# ---- sr_drive_ctrl ----
sr_drive_ctrl, cell density map:
The die is cut into 9 by 9 equal tiles; white is low, dark blue is high, 0 to 100% covered.
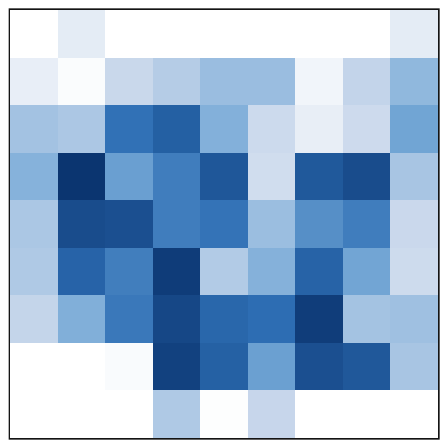
$ cat config.mk
export PLATFORM = sky130hd
export DESIGN_NAME = sr_drive_ctrl
export DESIGN_NICKNAME = d
export VERILOG_FILES = /design/src/rtl/sr_drive_ctrl.sv
export SDC_FILE = /design/constraint.sdc
export NUM_CORES = 1
export LEC_CHECK = 0
export CORE_UTILIZATION = 40
export CTS_CLUSTER_SIZE = 12
export DETAILED_ROUTE_END_ITERATION = 7
export HOLD_SLACK_MARGIN = 0.06
export PLACE_DENSITY = 0.76
export RECOVER_POWER = 50
export SYNTH_ARGS = -nofsm -noshare
export SYNTH_HDL_FRONTEND = slang
export SYNTH_SLANG_ARGS = --single-unit
$ cat constraint.sdc
create_clock -name i_clk -period 2.59 [get_ports i_clk]
set_clock_uncertainty 0.1 [all_clocks]
set_input_delay 0.518 -clock i_clk [delete_from_list [all_inputs] [get_ports i_clk]]
set_output_delay 0.518 -clock i_clk [all_outputs]
set_load 0.02 [all_outputs]
$ cat src/rtl/sr_drive_ctrl.sv
// -----------------------------------------------------------------------------
// sr_drive_ctrl
//
// Command front-end for a downstream SR flip-flop (srff). Converts one-cycle
// set/clear requests into mutually exclusive s/r pulses PULSE_W cycles wide.
// It then watches the flop's q feedback and reports done, or reports an error
// on timeout. A request with both set and clear high is rejected with an error.
// The downstream flop never sees s=r=1.
//
// Optional feature macro: SR_ERRCNT_EN
//   defined   : o_err_cnt counts err pulses and saturates at 255 (cleared by rst)
//   undefined : o_err_cnt is tied to 0 and no counter is built
//
// Parameters:
//   PULSE_W  cycles s or r is held high per command (>= 1)
//   TIMEOUT  max CHECK cycles waiting for q_fb to match the target (>= 1)
//   CNT_W    counter width, must hold max(PULSE_W, TIMEOUT)
//
// Ports:
//   i_clk       system clock, rising edge
//   i_rst       asynchronous active-high reset
//   i_set_req   request q=1 (sampled only when idle)
//   i_clr_req   request q=0 (sampled only when idle)
//   i_q_fb      q from the downstream srff
//   o_s         set drive to the srff
//   o_r         reset drive to the srff
//   o_busy      command in progress
//   o_done      one-cycle pulse: q_fb matched the target
//   o_err       one-cycle pulse: command rejected or timed out
//   o_err_type  01 = both requests, 10 = timeout; held until next err or rst
//   o_err_cnt   saturating error count (0 when SR_ERRCNT_EN is undefined)
// -----------------------------------------------------------------------------
module sr_drive_ctrl #(
    parameter int unsigned PULSE_W = 2,
    parameter int unsigned TIMEOUT = 4,
    parameter int unsigned CNT_W   = 4
) (
    input  logic       i_clk,
    input  logic       i_rst,
    input  logic       i_set_req,
    input  logic       i_clr_req,
    input  logic       i_q_fb,
    output logic       o_s,
    output logic       o_r,
    output logic       o_busy,
    output logic       o_done,
    output logic       o_err,
    output logic [1:0] o_err_type,
    output logic [7:0] o_err_cnt
);

    localparam logic [1:0] ST_IDLE  = 2'd0;
    localparam logic [1:0] ST_DRIVE = 2'd1;
    localparam logic [1:0] ST_CHECK = 2'd2;

    localparam logic [1:0] ERR_BOTH    = 2'b01;
    localparam logic [1:0] ERR_TIMEOUT = 2'b10;

    // Terminal counter values: the counter runs 0..LAST inside a state.
    localparam logic [CNT_W-1:0] PULSE_LAST   = CNT_W'(PULSE_W - 1);
    localparam logic [CNT_W-1:0] TIMEOUT_LAST = CNT_W'(TIMEOUT - 1);
    localparam logic [CNT_W-1:0] CNT_ONE      = CNT_W'(1);

    logic [1:0]       r_state;
    logic [1:0]       w_state_nxt;
    logic [CNT_W-1:0] r_cnt;
    logic [CNT_W-1:0] w_cnt_nxt;
    logic             r_target;
    logic             w_target_nxt;
    logic             r_s;
    logic             w_s_nxt;
    logic             r_r;
    logic             w_r_nxt;
    logic             r_done;
    logic             w_done_nxt;
    logic             r_err;
    logic             w_err_nxt;
    logic [1:0]       r_err_type;
    logic [1:0]       w_err_type_nxt;

    logic w_req_one;
    logic w_req_both;

    assign w_req_one  = i_set_req ^ i_clr_req;
    assign w_req_both = i_set_req & i_clr_req;

    // Next-state logic. s/r are registered so they change only on clock edges
    // (or drop on reset); their next values come from mutually exclusive terms.
    always_comb begin
        w_state_nxt    = r_state;
        w_cnt_nxt      = r_cnt;
        w_target_nxt   = r_target;
        w_s_nxt        = 1'b0;
        w_r_nxt        = 1'b0;
        w_done_nxt     = 1'b0;
        w_err_nxt      = 1'b0;
        w_err_type_nxt = r_err_type;

        case (r_state)
            ST_IDLE: begin
                if (w_req_both) begin
                    w_err_nxt      = 1'b1;
                    w_err_type_nxt = ERR_BOTH;
                end else if (w_req_one) begin
                    w_state_nxt  = ST_DRIVE;
                    w_target_nxt = i_set_req;
                    w_cnt_nxt    = '0;
                    w_s_nxt      = i_set_req;
                    w_r_nxt      = i_clr_req;
                end
            end

            ST_DRIVE: begin
                if (r_cnt == PULSE_LAST) begin
                    // Pulse ends on this edge; s/r fall with the state change.
                    w_state_nxt = ST_CHECK;
                    w_cnt_nxt   = '0;
                end else begin
                    w_cnt_nxt = r_cnt + CNT_ONE;
                    w_s_nxt   = r_target;
                    w_r_nxt   = ~r_target;
                end
            end

            ST_CHECK: begin
                if (i_q_fb == r_target) begin
                    w_done_nxt  = 1'b1;
                    w_state_nxt = ST_IDLE;
                    w_cnt_nxt   = '0;
                end else if (r_cnt == TIMEOUT_LAST) begin
                    w_err_nxt      = 1'b1;
                    w_err_type_nxt = ERR_TIMEOUT;
                    w_state_nxt    = ST_IDLE;
                    w_cnt_nxt      = '0;
                end else begin
                    w_cnt_nxt = r_cnt + CNT_ONE;
                end
            end

            default: begin
                w_state_nxt = ST_IDLE;
                w_cnt_nxt   = '0;
            end
        endcase
    end

    always_ff @(posedge i_clk or posedge i_rst) begin
        if (i_rst) begin
            r_state    <= ST_IDLE;
            r_cnt      <= '0;
            r_target   <= 1'b0;
            r_s        <= 1'b0;
            r_r        <= 1'b0;
            r_done     <= 1'b0;
            r_err      <= 1'b0;
            r_err_type <= 2'b00;
        end else begin
            r_state    <= w_state_nxt;
            r_cnt      <= w_cnt_nxt;
            r_target   <= w_target_nxt;
            r_s        <= w_s_nxt;
            r_r        <= w_r_nxt;
            r_done     <= w_done_nxt;
            r_err      <= w_err_nxt;
            r_err_type <= w_err_type_nxt;
        end
    end

    assign o_s        = r_s;
    assign o_r        = r_r;
    assign o_busy     = (r_state != ST_IDLE);
    assign o_done     = r_done;
    assign o_err      = r_err;
    assign o_err_type = r_err_type;

`ifdef SR_ERRCNT_EN
    logic [7:0] r_err_cnt;

    // Counts with the err pulse itself so o_err_cnt moves on the same edge.
    always_ff @(posedge i_clk or posedge i_rst) begin
        if (i_rst) begin
            r_err_cnt <= 8'd0;
        end else if (w_err_nxt && (r_err_cnt != 8'hFF)) begin
            r_err_cnt <= r_err_cnt + 8'd1;
        end
    end

    assign o_err_cnt = r_err_cnt;
`else
    assign o_err_cnt = 8'd0;
`endif

`ifndef SYNTHESIS
    a_sr_exclusive: assert property (@(posedge i_clk) !(o_s && o_r));
    a_done_err_exclusive: assert property (@(posedge i_clk) disable iff (i_rst)
        !(o_done && o_err));
`endif

endmodule
==> results.txt <==
impl run done, here's what came out: Finished Core Util=0.510, worst path required time=approximately 2.0 ns, first-pass GRT wire length=2450 um, Area Overhead vs Synth=15.6%, Post-DP Area=891 um^2, non-clk buf share=0.121, cts repair resizes=0, worst hold path class=reg -> reg, hold path start=o_err_type[0], fin. max-slew vios=0, combinational power share=0.482, gr usage total=0.170, met3 global-route usage=0.0745, die area=2150 um^2, Worst path depth=4, bufs w/o clock=11, simple share=0.0922, Post-Route WL=between 1000 and 1500 um, fmax=about 420 MHz, CP startpoint kind=flop, Synth Area in Adders=0.127, outcome=finished clean, WL met1=614 um, FF-to-FF End=r_state[1]
Notes on 'cell density map' of sr_drive_ctrl above:
densest ninth of the die: middle left
tiles over 75% full: 22%
emptiest ninth of the die: lower left
nearly empty tiles: 20%
mean over tiles: 41%
fullest tile: 98%

==> power by group through the flow <==
stage | clock network [mW] | logic [mW] | registers [mW]
2_1_floorplan | 0 | 0.249 | 0.312
4_1_cts | 0.129 | 0.385 | 0.288
5_1_grt | 0.138 | 0.428 | 0.293
6_report | 0.124 | 0.381 | 0.285
3_5_place_dp | 0 | 0.382 | 0.292
3_3_place_gp | 0 | 0.375 | 0.290
==> registers in the layout, summed over array words and instances, names as in the netlist <==
name and flops:
r_cnt 4, o_err_type 2, r_state 2, o_done 1, o_err 1, o_r 1
o_s 1, r_target 1

# ---- mem_stage ----
`src/rtl/mem_stage.sv`:
```
// mem_stage: memory-access pipeline stage.
// Runs loads/stores on a req/ack data-memory bus, stalls the front of the
// pipeline while a transaction is outstanding, and registers the selected
// write-back value into the MEM/WB boundary.
// Optional feature: define MEM_TIMEOUT_EN to abort transactions that wait
// TIMEOUT_CYCLES cycles in WAIT without an ack (reported on mem_err).
module mem_stage #(
  parameter int TIMEOUT_CYCLES = 16
) (
  input  logic        clk,
  input  logic        rst,
  input  logic        Regfile_weM,
  input  logic        DataMem_weM,
  input  logic [4:0]  writeRegAddrM,
  input  logic [1:0]  regSrc_muxM,
  input  logic [31:0] aluOutM,
  input  logic [31:0] writeDataM,
  input  logic [31:0] jal_targetM,
  input  logic [31:0] pcM,
  output logic        dmem_req,
  output logic        dmem_we,
  output logic [31:0] dmem_addr,
  output logic [31:0] dmem_wdata,
  input  logic        dmem_ack,
  input  logic [31:0] dmem_rdata,
  output logic        stallM,
  output logic        Regfile_weW,
  output logic [4:0]  writeRegAddrW,
  output logic [31:0] writeBackDataW,
  output logic [31:0] jal_targetW,
  output logic        mem_err
);

  typedef enum logic {
    ST_IDLE,
    ST_WAIT
  } state_t;

  state_t      state;
  state_t      state_next;
  logic        is_load;
  logic        mem_op;
  logic        abort;
  logic [31:0] wb_data;

  assign is_load = (regSrc_muxM == 2'b01) && Regfile_weM;
  assign mem_op  = is_load || DataMem_weM;

  // The EX/MEM register is frozen while stallM is high, so driving the bus
  // straight from the M-stage fields keeps address/data/strobe stable in WAIT.
  // A load that is also flagged as a store goes out as a store.
  assign dmem_we    = DataMem_weM;
  assign dmem_addr  = {aluOutM[31:2], 2'b00};
  assign dmem_wdata = writeDataM;

`ifdef MEM_TIMEOUT_EN
  localparam int CW = (TIMEOUT_CYCLES > 1) ? $clog2(TIMEOUT_CYCLES) : 1;

  logic [CW-1:0] wait_cnt;

  // An ack in the timeout cycle wins over the abort.
  assign abort = (state == ST_WAIT) && mem_op && !dmem_ack &&
                 (wait_cnt == CW'(TIMEOUT_CYCLES - 1));

  // Wait counter: zero on entry to WAIT, counts WAIT cycles without ack.
  always_ff @(posedge clk or negedge rst) begin
    if (!rst) begin
      wait_cnt <= '0;
    end else if (state != ST_WAIT) begin
      wait_cnt <= '0;
    end else if (!dmem_ack) begin
      wait_cnt <= wait_cnt + 1'b1;
    end
  end

  // One-cycle abort pulse towards the exception/trace logic.
  always_ff @(posedge clk or negedge rst) begin
    if (!rst) mem_err <= 1'b0;
    else      mem_err <= abort;
  end
`else
  logic unused_timeout;

  assign abort          = 1'b0;
  assign mem_err        = 1'b0;
  assign unused_timeout = (TIMEOUT_CYCLES != 0);
`endif

  // State register; an outstanding transaction is simply dropped on reset.
  always_ff @(posedge clk or negedge rst) begin
    // NOTE: sequential state uses non-blocking assignments so every flop
    // samples the pre-edge values regardless of block ordering.
    if (!rst) state <= ST_IDLE;
    else      state <= state_next;
  end

  // Next-state logic plus the combinational request and stall.
  always_comb begin
    // NOTE: every output gets a default first so no path infers a latch.
    state_next = state;
    dmem_req   = 1'b0;
    stallM     = 1'b0;

    if (mem_op) begin
      dmem_req = rst && !abort;
      stallM   = !dmem_ack && !abort;
    end

    unique case (state)
      ST_IDLE: if (mem_op && !dmem_ack) state_next = ST_WAIT;
      ST_WAIT: if (!mem_op || dmem_ack || abort) state_next = ST_IDLE;
      default: state_next = ST_IDLE;
    endcase
  end

  // Write-back source select; pcM+4 wraps naturally at 32 bits.
  always_comb begin
    unique case (regSrc_muxM)
      2'b01:   wb_data = dmem_rdata;
      2'b10:   wb_data = pcM + 32'd4;
      default: wb_data = aluOutM;
    endcase
  end

  // MEM/WB register: a stalled or aborted edge writes a bubble
  // (write enable low) so each instruction writes the register file once.
  always_ff @(posedge clk or negedge rst) begin
    if (!rst) begin
      Regfile_weW    <= 1'b0;
      writeRegAddrW  <= '0;
      writeBackDataW <= '0;
      jal_targetW    <= '0;
    end else begin
      Regfile_weW <= Regfile_weM && !stallM && !abort;
      if (!stallM) begin
        writeRegAddrW  <= writeRegAddrM;
        writeBackDataW <= wb_data;
        jal_targetW    <= jal_targetM;
      end
    end
  end

endmodule

```
`config.mk`:
```
export PLATFORM = sky130hd
export DESIGN_NAME = mem_stage
export DESIGN_NICKNAME = d
export VERILOG_FILES = /design/src/rtl/mem_stage.sv
export SDC_FILE = /design/constraint.sdc
export NUM_CORES = 1
export LEC_CHECK = 0
export CAP_MARGIN = 20
export CORE_AREA = 3 3 119 121
export DETAILED_ROUTE_END_ITERATION = 8
export DIE_AREA = 0 0 122 124
export PLACE_DENSITY_LB_ADDON = 0.05
export SYNTH_ARGS = -nofsm -noshare
export SYNTH_HDL_FRONTEND = slang
export SYNTH_SLANG_ARGS = --single-unit
```
`constraint.sdc`:
```
create_clock -name clk -period 6.3 [get_ports clk]
set_input_delay 1.26 -clock clk [delete_from_list [all_inputs] [get_ports clk]]
set_output_delay 1.26 -clock clk [all_outputs]
set_load 0.01 [all_outputs]
```
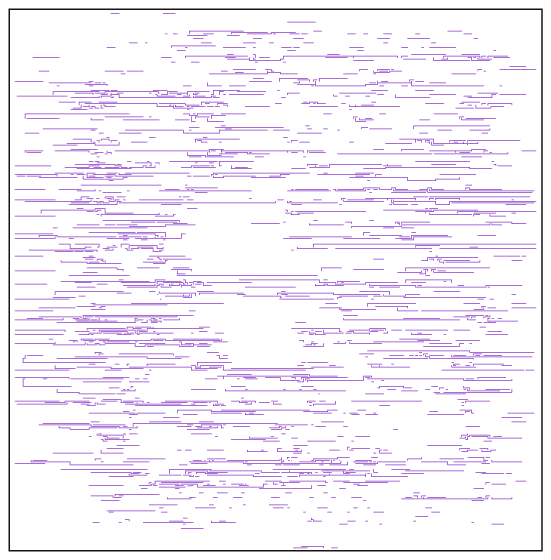
mem_stage: signal wires on met1
wire length on this layer: 6390 um
main direction: horizontal
longest straight run: 51.1 um
nets with wire on the layer: 705

==> results.txt <==
impl run done, here's what came out: outcome=finished clean, antenna viol nets, final=0, Synth Area in XOR/XNOR=0.0459, reg2reg start=writeBackDataW[18], CP cell instances=clkdlybuf4s50_1 > ha_1 > buf_4 > a21oi_1 > or2_2 > inv_2 > clkdlybuf4s50_1, WP data arrival=around 3.2 ns, Post-Route WL=15100 um, Synth logic family=simple AND/OR/NAND/NOR gates, total CTS buffers=9, Antenna Cells=1, crit path time final=roughly 4.4 ns, FF-to-FF End=writeBackDataW[18], Async SR Flop Fraction=1.00, tally of filler cells in the layout=between 1k and 1.5k, Sink Count=roughly 70, final setup fails=0, Switching Fraction=0.276, worst hold path class=reg -> reg, hpwl dp=between 10000 and 15000 um, simple share=0.215
[tightest hold or removal path, cell delays in order, from the launching register on]
cell	delay, ns
dfrtp_1	0.34
nand2_1	0.05
nand2_1	0.05
[sequential cells by signal (all words and copies together) (netlist names)]
signal,cells
Regfile_weW,1
jal_targetW,32
writeBackDataW,32
writeRegAddrW,5
[metrics by stage]
stage,std cells,instance area (um^2)
final,859,6630
after floorplan,510,4210
after global placement,842,6300
after CTS,858,6630
after detailed placement,842,6300
after global routing,859,6630
[routing by layer]
metal  GRT usage  routed length (um)
met1       0.255                6390
met4      0.0686                 185
met5           0                   0
met2       0.312                7150
met3      0.0536                1370

# ---- mem_data_ctrl ----
mem_data_ctrl, signal wires on met1:
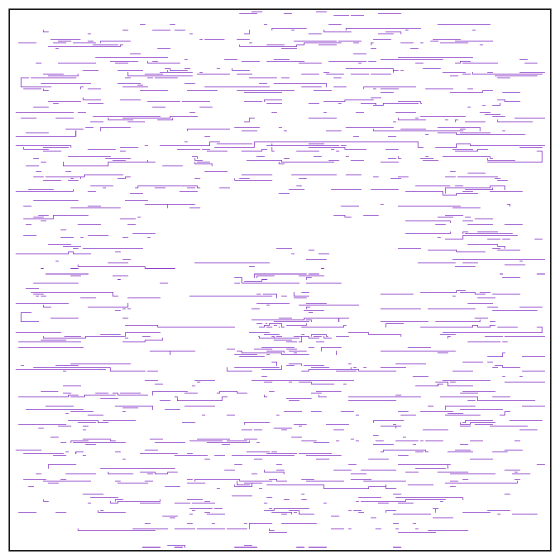
mem_data_ctrl, cell outlines without signal wires:
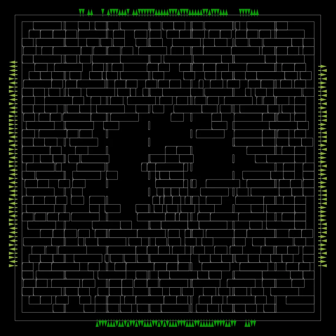
<file path="src/rtl/cpu_pkg.sv">
// cpu_pkg: shared types and constants for the CPU memory-side blocks
package cpu_pkg;
  typedef enum logic [1:0] {IDLE, REQ, WAIT, DONE} mem_ctrl_state_t;
  localparam logic [1:0] SIZE_BYTE = 2'd0;
  localparam logic [1:0] SIZE_HALF = 2'd1;
  localparam logic [1:0] SIZE_WORD = 2'd2;
endpackage

</file>
<file path="src/rtl/mem_data_ctrl.sv">
// mem_data_ctrl: sequences one MEM-stage load/store onto the SRAM-like data bus.
//   clk, rst (async, active-low)
//   req_valid/req_wr/req_size/req_addr/req_wdata : access from MEM
//   flush, pipe_stall                             : pipeline control
//   mem_stall, rdata_o                            : stall and held load data to MEM
//   data_req/wr/size/addr/wdata -> bus, data_rdata/addr_ok/data_ok <- bus
module mem_data_ctrl
  import cpu_pkg::*;
#(
  parameter int ADDR_W = 32,
  parameter int DATA_W = 32
) (
  input  logic              clk,
  input  logic              rst,
  input  logic              req_valid,
  input  logic              req_wr,
  input  logic [1:0]        req_size,
  input  logic [ADDR_W-1:0] req_addr,
  input  logic [DATA_W-1:0] req_wdata,
  input  logic              flush,
  input  logic              pipe_stall,
  output logic              mem_stall,
  output logic [DATA_W-1:0] rdata_o,
  output logic              data_req,
  output logic              data_wr,
  output logic [1:0]        data_size,
  output logic [ADDR_W-1:0] data_addr,
  output logic [DATA_W-1:0] data_wdata,
  input  logic [DATA_W-1:0] data_rdata,
  input  logic              data_addr_ok,
  input  logic              data_data_ok
);
  mem_ctrl_state_t state, state_n;
  logic cancel_q, cancel_n;
  logic accept, retire, kill, capture;
  always_comb begin
    accept    = state == IDLE && req_valid && !flush;
    retire    = (state == REQ && data_addr_ok && data_data_ok) || (state == WAIT && data_data_ok);
    kill      = cancel_q || flush;
    // a flushed transaction still drains on the bus, but its data is dropped
    capture   = retire && !data_wr && !kill;
    mem_stall = req_valid && !flush && !(state == DONE && !cancel_q);
    state_n   = state;
    case (state)
      IDLE:    state_n = accept ? REQ : IDLE;
      REQ:     state_n = data_addr_ok ? (data_data_ok ? (kill ? IDLE : DONE) : WAIT) : REQ;
      WAIT:    state_n = data_data_ok ? (kill ? IDLE : DONE) : WAIT;
      default: state_n = (pipe_stall && !flush) ? DONE : IDLE;
    endcase
    cancel_n = (state_n == IDLE) ? 1'b0 : cancel_q || (flush && (state == REQ || state == WAIT));
  end
  always_ff @(posedge clk or negedge rst) begin
    if (!rst) begin
      state      <= IDLE;
      cancel_q   <= 1'b0;
      data_req   <= 1'b0;
      data_wr    <= 1'b0;
      data_size  <= '0;
      data_addr  <= '0;
      data_wdata <= '0;
      rdata_o    <= '0;
    end else begin
      state    <= state_n;
      cancel_q <= cancel_n;
      // request stays up until the address phase is accepted, flush or not
      data_req <= state_n == REQ;
      if (accept) begin
        data_wr    <= req_wr;
        data_size  <= req_size;
        data_addr  <= req_addr;
        data_wdata <= req_wdata;
      end
      if (capture) rdata_o <= data_rdata;
    end
  end
endmodule

</file>
<file path="config.mk">
export PLATFORM = sky130hd
export DESIGN_NAME = mem_data_ctrl
export DESIGN_NICKNAME = d
export VERILOG_FILES = /design/src/rtl/cpu_pkg.sv /design/src/rtl/mem_data_ctrl.sv
export SDC_FILE = /design/constraint.sdc
export NUM_CORES = 1
export LEC_CHECK = 0
export CAP_MARGIN = 25
export CORE_MARGIN = 2
export CORE_UTILIZATION = 43
export CTS_CLUSTER_SIZE = 10
export DETAILED_ROUTE_END_ITERATION = 10
export GPL_TIMING_DRIVEN = 0
export PLACE_DENSITY = 0.95
export RECOVER_POWER = 25
export SYNTH_ARGS = -nofsm -noshare
export SYNTH_HDL_FRONTEND = slang
export SYNTH_SLANG_ARGS = --single-unit
</file>
<file path="constraint.sdc">
create_clock -name clk -period 5.5 [get_ports clk]
set_input_delay 1.375 -clock clk [delete_from_list [all_inputs] [get_ports clk]]
set_output_delay 1.375 -clock clk [all_outputs]
set_load 0.01 [all_outputs]
</file>
==> results.txt <==
impl run done, here's what came out: drt drc=0, Synth area leaders=dfrtp_1 65%, mux2_2 27%, ha_1 1.3%, H-tree depth=3, DR vias=roughly 2.8k, number of logic gates=around 120, Max-Cap Viols=1, combinational gate area=between 1000 and 1500 um^2, WL met1=between 3000 and 4000 um, fin. max-slew vios=~43, Synth Instances=239, fin nets=approximately 570, failing checks=capacitance limit, slew limit, Yosys top cell by instances=dfrtp_1, Total Power=about 3.4 mW, initial antenna violation count=0, FP Util=0.436, Worst VDD drop=~280 uV, clkbuf count=12, largest registers=data_addr x32, data_wdata x32, rdata_o x32, Synth Area per Inst=between 15 and 20 um^2, outcome=finished, violations left, Hold Crit Depth=1
## Picture notes: 'signal wires on met1' of mem_data_ctrl
main direction: horizontal
share of all routed wire: 36%

## Picture notes: 'cell outlines without signal wires' of mem_data_ctrl
cell row count: 35
final std cells w/o fill: 573
flip-flops: 103
flop share of the area: 0.404

==> power groups by stage <==
stage / Sequential (mW) / Clock, mW / Combinational [mW]
CTS: 1.34 / 0.475 / 1.59
global placement: 1.31 / 0 / 1.53
floorplan: 1.50 / 0 / 0.452
global route: 1.38 / 0.511 / 1.66
detailed placement: 1.35 / 0 / 1.58
finish: 1.33 / 0.463 / 1.57
==> layer usage <==
layer,GRT usage,vias up
met3,0.0648,8
met4,0.0453,0
met5,0,-
li1,-,1275
met2,0.360,109
met1,0.213,1384

# ---- tx_frame_scheduler ----
tx_frame_scheduler, signal wires on met1:
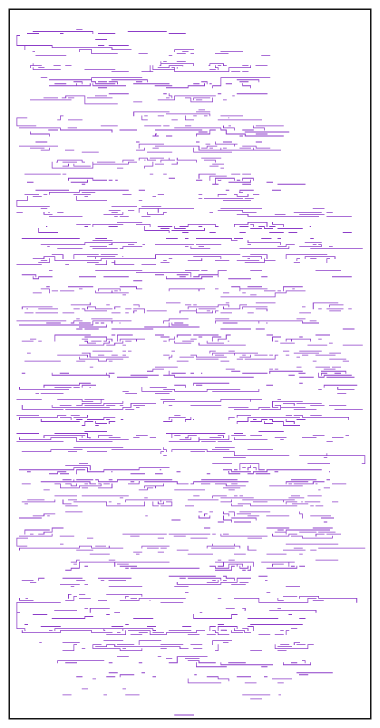
tx_frame_scheduler, cell density map:
The die is cut into 6 by 12 equal tiles; white is low, dark blue is high, 0 to 100% covered.
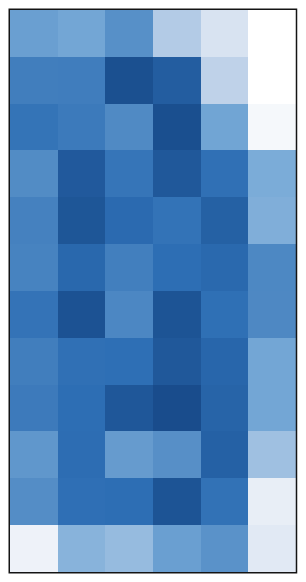
===== src/rtl/comm_pkg.sv =====
// Shared widths, default sync header and scheduler state encoding for the
// PCM -> Hamming -> frame -> FSK transmit chain.
package comm_pkg;

  localparam int unsigned SAMPLE_W = 8;
  localparam int unsigned CODE_W   = 12;
  localparam int unsigned SYNC_W   = 4;
  localparam int unsigned FRAME_W  = 16;

  localparam logic [SYNC_W-1:0] SYNC_WORD_DEF = 4'b1011;

  typedef enum logic [1:0] {
    ST_IDLE,
    ST_ENCODE,
    ST_SHIFT,
    ST_GAP
  } sched_state_e;

endpackage


===== src/rtl/tx_frame_scheduler_bit_timer.sv =====
// Bit-period divider: bit_tick on the first cycle of each bit, bit_end on the
// last, and a 0..15 bit index. Synchronous clear restarts phase and index.
module bit_timer #(
  parameter int unsigned BIT_DIV = 16
) (
  input  logic       clk_i,
  input  logic       rst_i,
  input  logic       clr_i,
  input  logic       en_i,
  output logic       bit_tick_o,
  output logic       bit_end_o,
  output logic [3:0] bit_idx_o
);

  localparam int unsigned DW = (BIT_DIV > 1) ? $clog2(BIT_DIV) : 1;
  localparam logic [DW-1:0] DIV_LAST = DW'(BIT_DIV - 1);

  logic [DW-1:0] div_q;
  logic [3:0]    idx_q;

  always_ff @(posedge clk_i) begin
    if (rst_i || clr_i) begin
      div_q <= '0;
      idx_q <= '0;
    end else if (en_i) begin
      if (div_q == DIV_LAST) begin
        div_q <= '0;
        idx_q <= idx_q + 4'd1;
      end else begin
        div_q <= div_q + DW'(1);
      end
    end
  end

  assign bit_tick_o = en_i && (div_q == '0);
  assign bit_end_o  = en_i && (div_q == DIV_LAST);
  assign bit_idx_o  = idx_q;

endmodule


===== src/rtl/tx_frame_scheduler.sv =====
// Transmit sequencer: sample handshake, encoder launch, sync+codeword framing
// and MSB-first serialisation. Optional one-entry prefetch: SCHED_PREFETCH_EN.
module tx_frame_scheduler
  import comm_pkg::*;
#(
  parameter int unsigned       BIT_DIV   = 16,
  parameter int unsigned       PIPE_LAT  = 2,
  parameter int unsigned       IDLE_BITS = 0,
  parameter logic [SYNC_W-1:0] SYNC_WORD = SYNC_WORD_DEF
) (
  input  logic                sys_clk,
  input  logic                sys_rst,
  input  logic                s_valid,
  output logic                s_ready,
  input  logic [SAMPLE_W-1:0] s_data,
  output logic                enc_start,
  output logic [SAMPLE_W-1:0] enc_data,
  input  logic [CODE_W-1:0]   enc_code,
  output logic                tx_bit,
  output logic                tx_bit_valid,
  output logic                bit_tick,
  output logic                busy,
  output logic                frame_done,
  output logic [15:0]         frame_count
);

  sched_state_e         state_q, done_state_d;
  logic [SAMPLE_W-1:0]  enc_data_q;
  logic                 enc_start_q, frame_done_q, tx_valid_q;
  logic [FRAME_W-1:0]   shreg_q;
  logic [15:0]          frame_cnt_q, gap_q;
  logic [7:0]           enc_cnt_q;
  logic                 accept, timer_en, bit_end, tick, enc_last, gap_last;
  logic [3:0]           bit_idx;

`ifdef SCHED_PREFETCH_EN
  logic [SAMPLE_W-1:0]  buf_q;
  logic                 buf_full_q, pend_q, drain;
  assign s_ready = !sys_rst && ((state_q == ST_IDLE) || !buf_full_q);
  assign drain   = buf_full_q || accept;
`else
  assign s_ready = !sys_rst && (state_q == ST_IDLE);
`endif

  assign accept   = s_valid && s_ready;
  assign timer_en = (state_q == ST_SHIFT) || (state_q == ST_GAP);
  assign enc_last = (32'(enc_cnt_q) == PIPE_LAT - 32'd1);
  assign gap_last = (32'(gap_q) + 32'd1 == IDLE_BITS);

  always_comb begin
    done_state_d = ST_IDLE;
`ifdef SCHED_PREFETCH_EN
    if (drain) done_state_d = ST_ENCODE;
`endif
  end

  // Timer is held clear outside SHIFT/GAP, so each frame starts at phase 0.
  bit_timer #(.BIT_DIV(BIT_DIV)) u_bit_timer (
    .clk_i      (sys_clk),
    .rst_i      (sys_rst),
    .clr_i      (!timer_en),
    .en_i       (timer_en),
    .bit_tick_o (tick),
    .bit_end_o  (bit_end),
    .bit_idx_o  (bit_idx)
  );

  always_ff @(posedge sys_clk) begin
    if (sys_rst) begin
      state_q      <= ST_IDLE;
      enc_data_q   <= '0;
      enc_start_q  <= 1'b0;
      frame_done_q <= 1'b0;
      tx_valid_q   <= 1'b0;
      shreg_q      <= '0;
      frame_cnt_q  <= '0;
      gap_q        <= '0;
      enc_cnt_q    <= '0;
`ifdef SCHED_PREFETCH_EN
      buf_q        <= '0;
      buf_full_q   <= 1'b0;
      pend_q       <= 1'b0;
`endif
    end else begin
      enc_start_q  <= 1'b0;
      frame_done_q <= 1'b0;
`ifdef SCHED_PREFETCH_EN
      if (accept && state_q != ST_IDLE) begin
        buf_q      <= s_data;
        buf_full_q <= 1'b1;
      end
`endif
      unique case (state_q)
        ST_IDLE: begin
          if (accept) begin
            enc_data_q  <= s_data;
            enc_start_q <= 1'b1;
            enc_cnt_q   <= '0;
            state_q     <= ST_ENCODE;
          end
        end
        ST_ENCODE: begin
`ifdef SCHED_PREFETCH_EN
          // Completion cycle with a buffered sample: drain it, launch next cycle.
          if (pend_q) begin
            pend_q      <= 1'b0;
            enc_data_q  <= buf_q;
            buf_full_q  <= 1'b0;
            enc_start_q <= 1'b1;
            enc_cnt_q   <= '0;
          end else
`endif
          if (enc_last) begin
            shreg_q    <= {SYNC_WORD, enc_code};
            tx_valid_q <= 1'b1;
            state_q    <= ST_SHIFT;
          end else begin
            enc_cnt_q <= enc_cnt_q + 8'd1;
          end
        end
        ST_SHIFT: begin
          if (bit_end) begin
            shreg_q <= {shreg_q[FRAME_W-2:0], 1'b0};
            if (bit_idx == 4'd15) begin
              tx_valid_q <= 1'b0;
              if (IDLE_BITS > 0) begin
                gap_q   <= '0;
                state_q <= ST_GAP;
              end else begin
                frame_done_q <= 1'b1;
                frame_cnt_q  <= frame_cnt_q + 16'd1;
                state_q      <= done_state_d;
`ifdef SCHED_PREFETCH_EN
                pend_q       <= drain;
`endif
              end
            end
          end
        end
        ST_GAP: begin
          if (bit_end) begin
            if (gap_last) begin
              frame_done_q <= 1'b1;
              frame_cnt_q  <= frame_cnt_q + 16'd1;
              state_q      <= done_state_d;
`ifdef SCHED_PREFETCH_EN
              pend_q       <= drain;
`endif
            end else begin
              gap_q <= gap_q + 16'd1;
            end
          end
        end
        default: state_q <= ST_IDLE;
      endcase
    end
  end

  assign enc_start    = enc_start_q;
  assign enc_data     = enc_data_q;
  assign tx_bit       = shreg_q[FRAME_W-1] && tx_valid_q;
  assign tx_bit_valid = tx_valid_q;
  assign bit_tick     = tick;
  assign busy         = (state_q != ST_IDLE);
  assign frame_done   = frame_done_q;
  assign frame_count  = frame_cnt_q;

endmodule


===== config.mk =====
export PLATFORM = sky130hd
export DESIGN_NAME = tx_frame_scheduler
export DESIGN_NICKNAME = d
export VERILOG_FILES = /design/src/rtl/comm_pkg.sv /design/src/rtl/tx_frame_scheduler_bit_timer.sv /design/src/rtl/tx_frame_scheduler.sv
export SDC_FILE = /design/constraint.sdc
export NUM_CORES = 1
export LEC_CHECK = 0
export CORE_ASPECT_RATIO = 2
export CORE_UTILIZATION = 55
export DETAILED_ROUTE_END_ITERATION = 10
export GPL_ROUTABILITY_DRIVEN = 0
export PLACE_DENSITY = 0.8
export SLEW_MARGIN = 20
export SYNTH_ARGS = -nofsm -noshare
export SYNTH_HDL_FRONTEND = slang
export SYNTH_SLANG_ARGS = --single-unit
export TNS_END_PERCENT = 100

===== constraint.sdc =====
create_clock -name sys_clk -period 3.73 [get_ports sys_clk]
set_clock_uncertainty 0.2 [all_clocks]
set_input_delay 1.119 -clock sys_clk [delete_from_list [all_inputs] [get_ports sys_clk]]
set_output_delay 1.119 -clock sys_clk [all_outputs]
set_load 0.03 [all_outputs]

==> results.txt <==
impl run done, here's what came out: outcome=finished clean, Pwr top=clock, iteration tally of the first detailed-router pass=4, fin. max-slew vios=0, cell row count=42, Synth Area per Inst=between 8 and 9 um^2, vias in the first global route=~3.3k, Synth logic family=simple AND/OR/NAND/NOR gates, antenna viol nets, final=0, largest fanout on the critical path=4, Setup crit end kind=primary output, cts repair resizes=0, Worst-path clk slew=0.06 ns, crit path time final=roughly 3.2 ns, FP Util=0.571, met3 global-route usage=0.0722, total CTS buffers=9, Top Layout Cells=77 x dfxtp_1, 58 x nor2_1, 51 x clkdlybuf4s50_1, simple share=0.278, Clock Tree Root=clkbuf_16, post-place setup slack=around 0.58 ns, final setup fails=0, Setup TNS=0 ns, clock buffer depth=2, gr usage total=0.259, Area leader share=0.404, worst path required time=~2.4 ns, post-CTS setup buffers=0, WL met1=around 3400 um, Clock power frac=0.465, Crit-path slowest cell=clkdlybuf4s50_1, normalized max-slew margin=0.523, cell type with the largest total area=dfxtp_1, hpwl dp=between 6000 and 7000 um, most used routing layer=met2, Comb group=0.131 mW, met3 routed WL=346 um, Post-synth EDFFs=0, Sink Count=~77
## Picture notes: 'signal wires on met1' of tx_frame_scheduler
wire length on this layer: 3350 um
share of all routed wire: 39%
nets with wire on the layer: 474
longest straight run: 16.6 um
main direction: horizontal

## Picture notes: 'cell density map' of tx_frame_scheduler
tiles over 75% full: 31%
mean over tiles: 62%
fullest tile: 89%
nearly empty tiles: 2.8%
emptiest ninth of the die: upper right

final timing paths:
path	startpoint	to	slack, ns	cells past startpoint
setup / recovery	u_bit_timer.div_q[0]	bit_tick	0.51	4
hold / removal	shreg_q[13]	shreg_q[14]	0.26	2
setup reg to reg	enc_cnt_q[0]	shreg_q[10]	0.56	7
hold reg to reg	shreg_q[13]	shreg_q[14]	0.26	2
final cells by class:
class,instances,area (um^2)
Clock buffer,11,243
Clock inverter,4,48.8
Fill cell,548,2030
Inverter,10,37.5
Multi-Input combinational cell,335,2110
Sequential cell,77,1540
Tap cell,88,110
Timing Repair Buffer,57,553

# ---- branch_predictor ----
`config.mk`:
```
export PLATFORM = sky130hd
export DESIGN_NAME = branch_predictor
export DESIGN_NICKNAME = d
export VERILOG_FILES = /design/src/rtl/branch_predictor.sv
export SDC_FILE = /design/constraint.sdc
export NUM_CORES = 2
export LEC_CHECK = 0
export CAP_MARGIN = 10
export CORE_MARGIN = 8
export CORE_UTILIZATION = 46
export CTS_BUF_LIST = sky130_fd_sc_hd__clkbuf_4 sky130_fd_sc_hd__clkbuf_8
export CTS_CLUSTER_DIAMETER = 40
export DETAILED_ROUTE_END_ITERATION = 12
export PLACE_DENSITY = 0.64
export REMOVE_ABC_BUFFERS = 1
export SLEW_MARGIN = 20
export SYNTH_ARGS = -nofsm -noshare
export SYNTH_HDL_FRONTEND = slang
export SYNTH_SLANG_ARGS = --single-unit
```
`constraint.sdc`:
```
create_clock -name clk -period 5.58 [get_ports clk]
set_clock_uncertainty 0.05 [all_clocks]
set_input_delay 1.116 -clock clk [delete_from_list [all_inputs] [get_ports clk]]
set_output_delay 1.116 -clock clk [all_outputs]
set_load 0.05 [all_outputs]
```
`src/rtl/branch_predictor.sv`:
```
// Direct-mapped BTB with 2-bit saturating direction counters, combinational lookup and misprediction counter.
// Optional gshare direction predictor enabled by defining BP_GSHARE_EN.
module branch_predictor #(
    parameter int ENTRIES = 64,
    parameter int TAG_W   = 8,
    parameter int GHR_W   = 6
) (
    input  logic             clk,
    input  logic             reset,
    input  logic [31:0]      IF_pc,
    output logic             pred_taken,
    output logic [31:0]      pred_target,
    output logic             pred_hit,
    output logic [GHR_W-1:0] pred_ghr,
    input  logic             upd_valid,
    input  logic [31:0]      upd_pc,
    input  logic             upd_taken,
    input  logic [31:0]      upd_target,
    input  logic             upd_is_cond,
    input  logic             upd_mispred,
    input  logic [GHR_W-1:0] upd_ghr,
    output logic [31:0]      mispred_cnt
);
    localparam int IDX_W = $clog2(ENTRIES);

    function automatic logic [1:0] sat_ctr(input logic [1:0] ctr, input logic taken);
        logic [1:0] res;
        res = ctr;
        if (taken) begin
            if (ctr != 2'b11) res = ctr + 2'b01;
            else              res = ctr;
        end else begin
            if (ctr != 2'b00) res = ctr - 2'b01;
            else              res = ctr;
        end
        return res;
    endfunction

    logic              valid_r   [ENTRIES];
    logic [TAG_W-1:0]  tag_r     [ENTRIES];
    logic [31:0]       target_r  [ENTRIES];
    logic              is_cond_r [ENTRIES];
    logic [31:0]       mispred_cnt_r;

    logic [IDX_W-1:0]  if_idx_s;
    logic [TAG_W-1:0]  if_tag_s;
    logic [IDX_W-1:0]  upd_idx_s;
    logic [TAG_W-1:0]  upd_tag_s;
    logic              upd_hit_s;
    logic              dir_s;
    logic              hit_s;
    logic              taken_s;
    logic              unused_s;

    assign if_idx_s  = IF_pc[IDX_W+1:2];
    assign if_tag_s  = IF_pc[IDX_W+1+TAG_W:IDX_W+2];
    assign upd_idx_s = upd_pc[IDX_W+1:2];
    assign upd_tag_s = upd_pc[IDX_W+1+TAG_W:IDX_W+2];
    assign upd_hit_s = valid_r[upd_idx_s] && (tag_r[upd_idx_s] == upd_tag_s);
    assign unused_s  = ^{IF_pc, upd_pc, upd_ghr};

`ifdef BP_GSHARE_EN
    logic [1:0]        pht_r [ENTRIES];
    logic [GHR_W-1:0]  ghr_r;
    logic [IDX_W-1:0]  pht_rd_idx_s;
    logic [IDX_W-1:0]  pht_wr_idx_s;

    assign pht_rd_idx_s = if_idx_s ^ IDX_W'(ghr_r);
    assign pht_wr_idx_s = upd_idx_s ^ IDX_W'(upd_ghr);
    assign dir_s        = pht_r[pht_rd_idx_s][1];
    assign pred_ghr     = reset ? {GHR_W{1'b0}} : ghr_r;

    // Pattern history table and global history register training.
    always_ff @(posedge clk) begin
        if (reset) begin
            for (int i = 0; i < ENTRIES; i++) pht_r[i] <= 2'b01;
            ghr_r <= {GHR_W{1'b0}};
        end else if (upd_valid && upd_is_cond) begin
            pht_r[pht_wr_idx_s] <= sat_ctr(pht_r[pht_wr_idx_s], upd_taken);
            ghr_r               <= {ghr_r[GHR_W-2:0], upd_taken};
        end
    end
`else
    logic [1:0]        ctr_r [ENTRIES];

    assign dir_s    = ctr_r[if_idx_s][1];
    assign pred_ghr = {GHR_W{1'b0}};

    // Per-entry direction counters: trained on hit, seeded weakly-taken on allocation.
    always_ff @(posedge clk) begin
        if (reset) begin
            for (int i = 0; i < ENTRIES; i++) ctr_r[i] <= 2'b01;
        end else if (upd_valid && upd_hit_s) begin
            ctr_r[upd_idx_s] <= sat_ctr(ctr_r[upd_idx_s], upd_taken);
        end else if (upd_valid && upd_taken) begin
            ctr_r[upd_idx_s] <= 2'b10;
        end
    end
`endif

    // Lookup; reset forces a miss so stale training never leaks out while reset is held.
    always_comb begin
        hit_s   = 1'b0;
        taken_s = 1'b0;
        if (!reset) begin
            hit_s = valid_r[if_idx_s] && (tag_r[if_idx_s] == if_tag_s);
        end else begin
            hit_s = 1'b0;
        end
        taken_s = hit_s && (!is_cond_r[if_idx_s] || dir_s);
    end

    assign pred_hit    = hit_s;
    assign pred_taken  = taken_s;
    assign pred_target = taken_s ? target_r[if_idx_s] : (IF_pc + 32'd4);
    assign mispred_cnt = reset ? 32'd0 : mispred_cnt_r;

    // Valid bits and the misprediction counter; reset beats a simultaneous update.
    always_ff @(posedge clk) begin
        if (reset) begin
            for (int i = 0; i < ENTRIES; i++) valid_r[i] <= 1'b0;
            mispred_cnt_r <= 32'd0;
        end else begin
            if (upd_valid && !upd_hit_s && upd_taken) valid_r[upd_idx_s] <= 1'b1;
            if (upd_valid && upd_mispred) mispred_cnt_r <= mispred_cnt_r + 32'd1;
        end
    end

    // Entry payload; only meaningful under a set valid bit, so it needs no reset.
    always_ff @(posedge clk) begin
        if (!reset && upd_valid) begin
            if (upd_hit_s) begin
                if (upd_taken) target_r[upd_idx_s] <= upd_target;
                is_cond_r[upd_idx_s] <= upd_is_cond;
            end else if (upd_taken) begin
                tag_r[upd_idx_s]     <= upd_tag_s;
                target_r[upd_idx_s]  <= upd_target;
                is_cond_r[upd_idx_s] <= upd_is_cond;
            end
        end
    end
endmodule

```
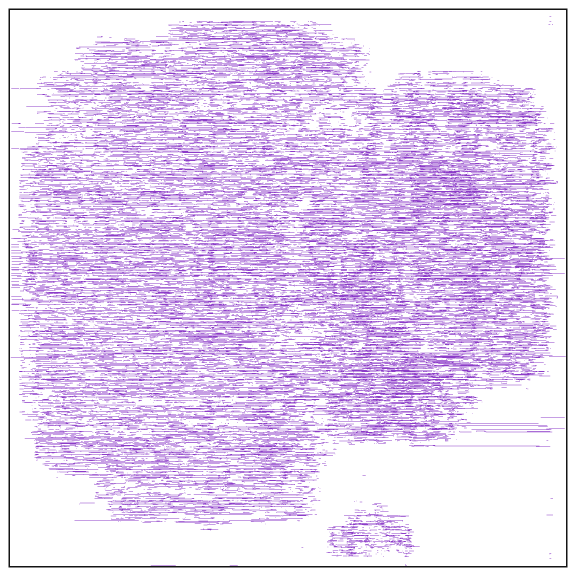
branch_predictor: signal wires on met1
wire length on this layer: 137 mm
main direction: horizontal
nets with wire on the layer: 6766
share of all routed wire: 38%

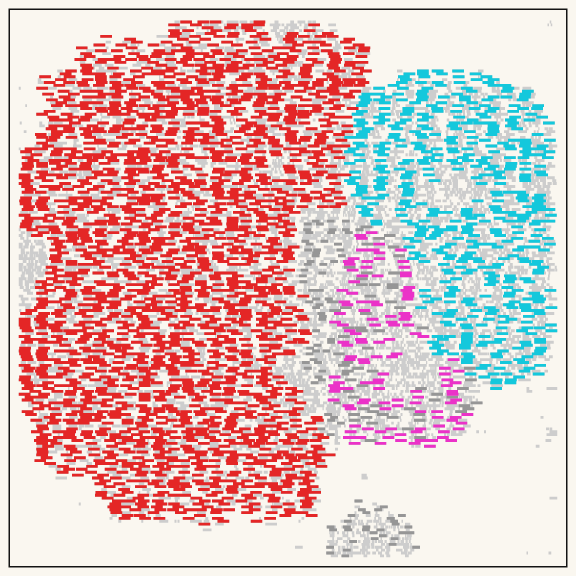
branch_predictor: register map, names as in the netlist
Other sequential cells in the stronger gray, the rest of the logic in the fainter gray.
legend:
  red:
    netlist_name: `target_r`
    placed_flops: 2048
  magenta:
    netlist_name: `ctr_r`
    placed_flops: 128
  cyan:
    netlist_name: `tag_r`
    placed_flops: 512
not colored: 160

==> results.txt <==
impl run done, here's what came out: outcome=finished, violations left, failing checks=setup timing, FF-to-FF End=ctr_r[20][0], clk latency late pin=1.10 ns, static leakage=45.5 nW, top cells by count=2752 x edfxtp_1, 804 x mux4_2, 362 x mux2i_1, 216 x nand2_1, 207 x nor2_1, Storage cell area=between 80000 and 90000 um^2, Post-DP Area=129000 um^2, flop share of the area=0.609, Reg power frac=0.523, Log Warnings=roughly 52, final setup fails=32, Crit-path slowest cell=mux4_2, bufs w/o clock=771, tap cell count=approximately 3.4k, cells in synth_stat.txt=roughly 6k, CP peak stage delay=0.52 ns, clkbuf count=a little over 600, CP top delay family=simple AND/OR/NAND/NOR gates, PnR worst setup slack=-0.457 ns, Comb group=between 3 and 4 mW, period utilisation layout=1.08, WP buf/inv=4, wire per inst=about 34 um, Antenna Cells=7, most used routing layer=met2, Worst path depth=14, CP cell instances=mux4_2 > mux2i_4 > nor3_2 > nor3_2 > buf_4 > o221ai_4 > xor2_2 > nor2_4 > nand4_1 > nor4_4 > buf_12 > buf_16 > mux2_4 > buf_8, worst path required time=about 4.4 ns, clock network area share=0.0673, worst hold endpoint=tag_r[48][1], Pint=34.7 mW, share of cells above drive strength 1=0.333, CP startpoint kind=flop, Yosys top cell by instances=edfxtp_1, Clock Tree Root=clkbuf_8, RSZ-0062 raised after global routing=true, Worst Setup EP=pred_target[6], largest net degree at the start of global routing=100, flip-flops=2848, fin nets=~7.0k, hpwl dp=215000 um, clock buffer depth=4, fmax=roughly 170 MHz, r2r setup slk=1.71 ns
worst reg2reg max path, delay by kind of cell, from the launching register on:
family	cells	cell delay, ns
xor+xnor	1	0.19
buf+inv	4	0.69
flops	1	0.41
simple gates	4	0.88
mux	1	0.12
compound gates	4	1.13
logic make-up after synthesis:
group | share of synthesized area
compound gates | 0.0419
mux | 0.188
flops | 0.712
other cells | 0.0000316
fa+ha+maj | 0.000379
simple gates | 0.0302
xor+xnor | 0.00553
buf+inv | 0.0216
sequential cells by signal, indices dropped and copies added (netlist names):
signal	flops
mispred_cnt_r	32
target_r	2048
ctr_r	128
valid_r	64
tag_r	512
is_cond_r	64

# ---- mtl_timing_gen ----
[src/rtl/mtl_timing_gen.sv]
// LCD panel timing generator: raster counters, sync/DE generation, and a delay line
// that lines HD/VD/DEN up with the pixel renderer's output latency.
module mtl_timing_gen #(
  parameter int H_ACT    = 800,
  parameter int H_BACK   = 46,
  parameter int H_TOTAL  = 1056,
  parameter int H_SYNC   = 30,
  parameter int V_ACT    = 480,
  parameter int V_BACK   = 23,
  parameter int V_TOTAL  = 525,
  parameter int V_SYNC   = 13,
  parameter int PIPE_LAT = 3
) (
  input  logic        CLK_33,
  input  logic        reset,
  input  logic [7:0]  pix_red,
  input  logic [7:0]  pix_green,
  input  logic [7:0]  pix_blue,
  output logic [10:0] x_cnt,
  output logic [9:0]  y_cnt,
  output logic        frame_start,
  output logic        HD,
  output logic        VD,
  output logic        DEN,
  output logic [7:0]  LCD_R,
  output logic [7:0]  LCD_G,
  output logic [7:0]  LCD_B
);

  localparam logic [10:0] H_LAST  = 11'(H_TOTAL - 1);
  localparam logic [10:0] H_SYN_C = 11'(H_SYNC);
  localparam logic [10:0] H_DE_LO = 11'(H_BACK);
  localparam logic [10:0] H_DE_HI = 11'(H_BACK + H_ACT);
  localparam logic [9:0]  V_LAST  = 10'(V_TOTAL - 1);
  localparam logic [9:0]  V_SYN_C = 10'(V_SYNC);
  localparam logic [9:0]  V_DE_LO = 10'(V_BACK);
  localparam logic [9:0]  V_DE_HI = 10'(V_BACK + V_ACT);

  logic [10:0] x_q, x_d;
  logic [9:0]  y_q, y_d;
  logic        fs_q, fs_d;
  logic        x_wrap, y_wrap;
  logic        hs_raw, vs_raw, de_raw;

  logic [PIPE_LAT-1:0] hs_dly_q, hs_dly_d;
  logic [PIPE_LAT-1:0] vs_dly_q, vs_dly_d;
  logic [PIPE_LAT-1:0] de_dly_q, de_dly_d;

  logic       hd_q, hd_d, vd_q, vd_d, den_q, den_d;
  logic [7:0] r_q, r_d, g_q, g_d, b_q, b_d;

  always_comb begin
    x_wrap = (x_q == H_LAST);
    y_wrap = (y_q == V_LAST);
    x_d    = x_wrap ? 11'd0 : x_q + 11'd1;
    y_d    = y_q;
    if (x_wrap) begin
      y_d = y_wrap ? 10'd0 : y_q + 10'd1;
    end
    // Flag the upcoming (0,0) so frame_start comes straight off a flop.
    fs_d   = x_wrap && y_wrap;

    hs_raw = !(x_q < H_SYN_C);
    vs_raw = !(y_q < V_SYN_C);
    de_raw = (x_q >= H_DE_LO) && (x_q < H_DE_HI) &&
             (y_q >= V_DE_LO) && (y_q < V_DE_HI);
  end

  always_comb begin
    hs_dly_d    = hs_dly_q;
    vs_dly_d    = vs_dly_q;
    de_dly_d    = de_dly_q;
    hs_dly_d[0] = hs_raw;
    vs_dly_d[0] = vs_raw;
    de_dly_d[0] = de_raw;
    for (int i = 1; i < PIPE_LAT; i++) begin
      hs_dly_d[i] = hs_dly_q[i-1];
      vs_dly_d[i] = vs_dly_q[i-1];
      de_dly_d[i] = de_dly_q[i-1];
    end
  end

  // The last delay stage lines up with the renderer's colour for the same coordinate.
  always_comb begin
    hd_d  = hs_dly_q[PIPE_LAT-1];
    vd_d  = vs_dly_q[PIPE_LAT-1];
    den_d = de_dly_q[PIPE_LAT-1];
    r_d   = den_d ? pix_red   : 8'd0;
    g_d   = den_d ? pix_green : 8'd0;
    b_d   = den_d ? pix_blue  : 8'd0;
  end

  always_ff @(posedge CLK_33 or negedge reset) begin
    if (!reset) begin
      x_q      <= '0;
      y_q      <= '0;
      fs_q     <= 1'b1;
      hs_dly_q <= '1;
      vs_dly_q <= '1;
      de_dly_q <= '0;
      hd_q     <= 1'b1;
      vd_q     <= 1'b1;
      den_q    <= 1'b0;
      r_q      <= '0;
      g_q      <= '0;
      b_q      <= '0;
    end else begin
      x_q      <= x_d;
      y_q      <= y_d;
      fs_q     <= fs_d;
      hs_dly_q <= hs_dly_d;
      vs_dly_q <= vs_dly_d;
      de_dly_q <= de_dly_d;
      hd_q     <= hd_d;
      vd_q     <= vd_d;
      den_q    <= den_d;
      r_q      <= r_d;
      g_q      <= g_d;
      b_q      <= b_d;
    end
  end

  // fs_q sits at 1 through reset so the pulse is already up in the clock after release.
  assign frame_start = fs_q & reset;
  assign x_cnt       = x_q;
  assign y_cnt       = y_q;
  assign HD          = hd_q;
  assign VD          = vd_q;
  assign DEN         = den_q;
  assign LCD_R       = r_q;
  assign LCD_G       = g_q;
  assign LCD_B       = b_q;

endmodule

[config.mk]
export PLATFORM = sky130hd
export DESIGN_NAME = mtl_timing_gen
export DESIGN_NICKNAME = d
export VERILOG_FILES = /design/src/rtl/mtl_timing_gen.sv
export SDC_FILE = /design/constraint.sdc
export NUM_CORES = 1
export LEC_CHECK = 0
export CAP_MARGIN = 20
export CORE_MARGIN = 3
export CORE_UTILIZATION = 50
export CTS_BUF_LIST = sky130_fd_sc_hd__clkbuf_2
export DETAILED_ROUTE_END_ITERATION = 12
export PLACE_DENSITY = 0.91
export SYNTH_ARGS = -nofsm -noshare
export SYNTH_HDL_FRONTEND = slang
export SYNTH_SLANG_ARGS = --single-unit
[constraint.sdc]
create_clock -name CLK_33 -period 2.8 [get_ports CLK_33]
set_clock_uncertainty 0.2 [all_clocks]
set_input_delay 0.7 -clock CLK_33 [delete_from_list [all_inputs] [get_ports CLK_33]]
set_output_delay 0.7 -clock CLK_33 [all_outputs]
set_load 0.01 [all_outputs]
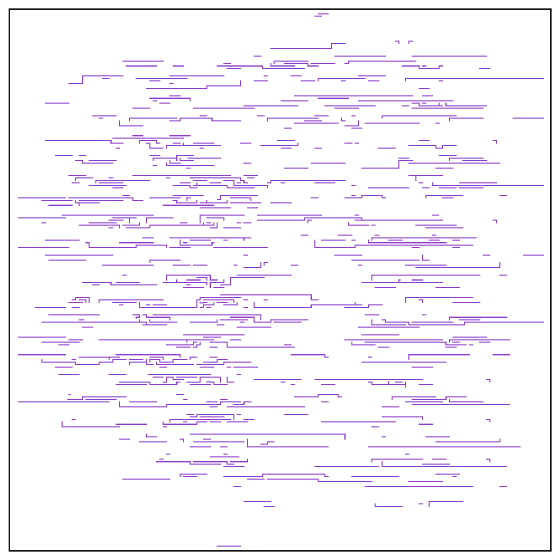
mtl_timing_gen: signal wires on met1
longest straight run: 21.2 um
main direction: horizontal

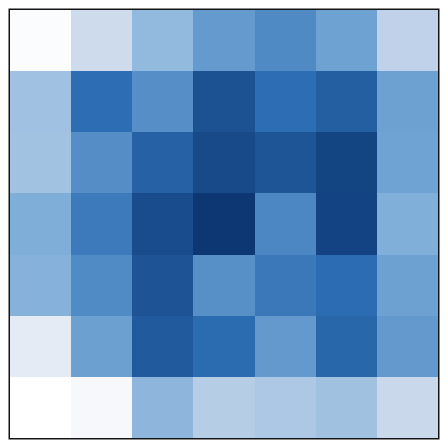
mtl_timing_gen: cell density map
The die is cut into 7 by 7 equal tiles; white is low, dark blue is high, 0 to 100% covered.
nearly empty tiles: 4.1%
mean over tiles: 57%
tiles over 75% full: 33%

## metrics by stage
| stage | std cells | utilization |
|---|---|---|
| floorplan | 179 | - |
| global placement | 300 | 0.692 |
| detailed placement | 300 | 0.692 |
| CTS | 316 | 0.722 |
| global route | 316 | 0.722 |
| finish | 316 | 0.722 |
## flip-flops by register name, summed over array words and instances (netlist names)
name,count
hs_dly_q,3
HD,1
VD,1
LCD_B,8
x_cnt,11
LCD_G,8
DEN,1
fs_q,1
LCD_R,8
y_cnt,10
de_dly_q,3
vs_dly_q,3
==> results.txt <==
impl run done, here's what came out: outcome=finished clean, tap cell count=between 50 and 60, FF-to-FF End=y_cnt[9], Antenna Cells=0, share of cells above drive strength 1=0.133, Synth Area in XOR/XNOR=0.0496, Signal inverters=2, Hold Crit Depth=0, FP Util=0.524, met3 global-route usage=0.0807, wire per inst=about 15 um, CP peak stage delay=about 0.55 ns, I/O Buffers=74, Synth Area per Inst=12.8 um^2, flop share of the area=0.462, met3 routed WL=426 um, hold path start=vs_dly_q[1], Log Warnings=27, PnR worst setup slack=0.267 ns, CP startpoint kind=flop, Clock group=0.575 mW, static leakage=approximately 1.4 nW


==> gallery <==
Cell outlines without signal wires.
(a)
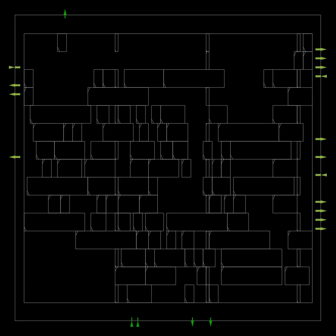
(b)
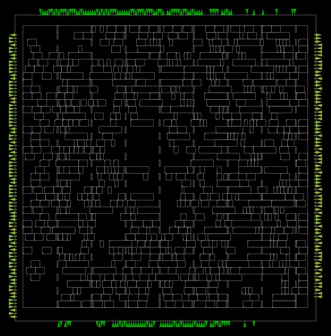
(c)
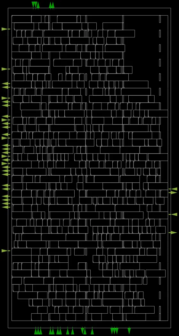
(d)
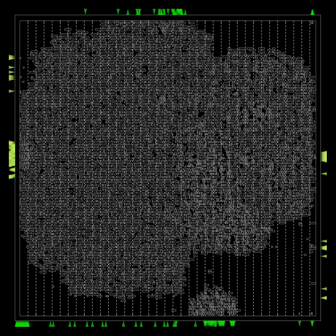
(e)
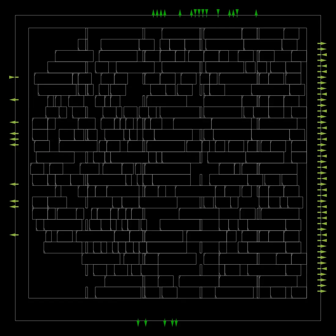
branch_predictor -> (d)
sr_drive_ctrl -> (a)
mtl_timing_gen -> (e)
tx_frame_scheduler -> (c)
mem_stage -> (b)

Power figures rest on the tool's default switching activity, not on a simulated workload.
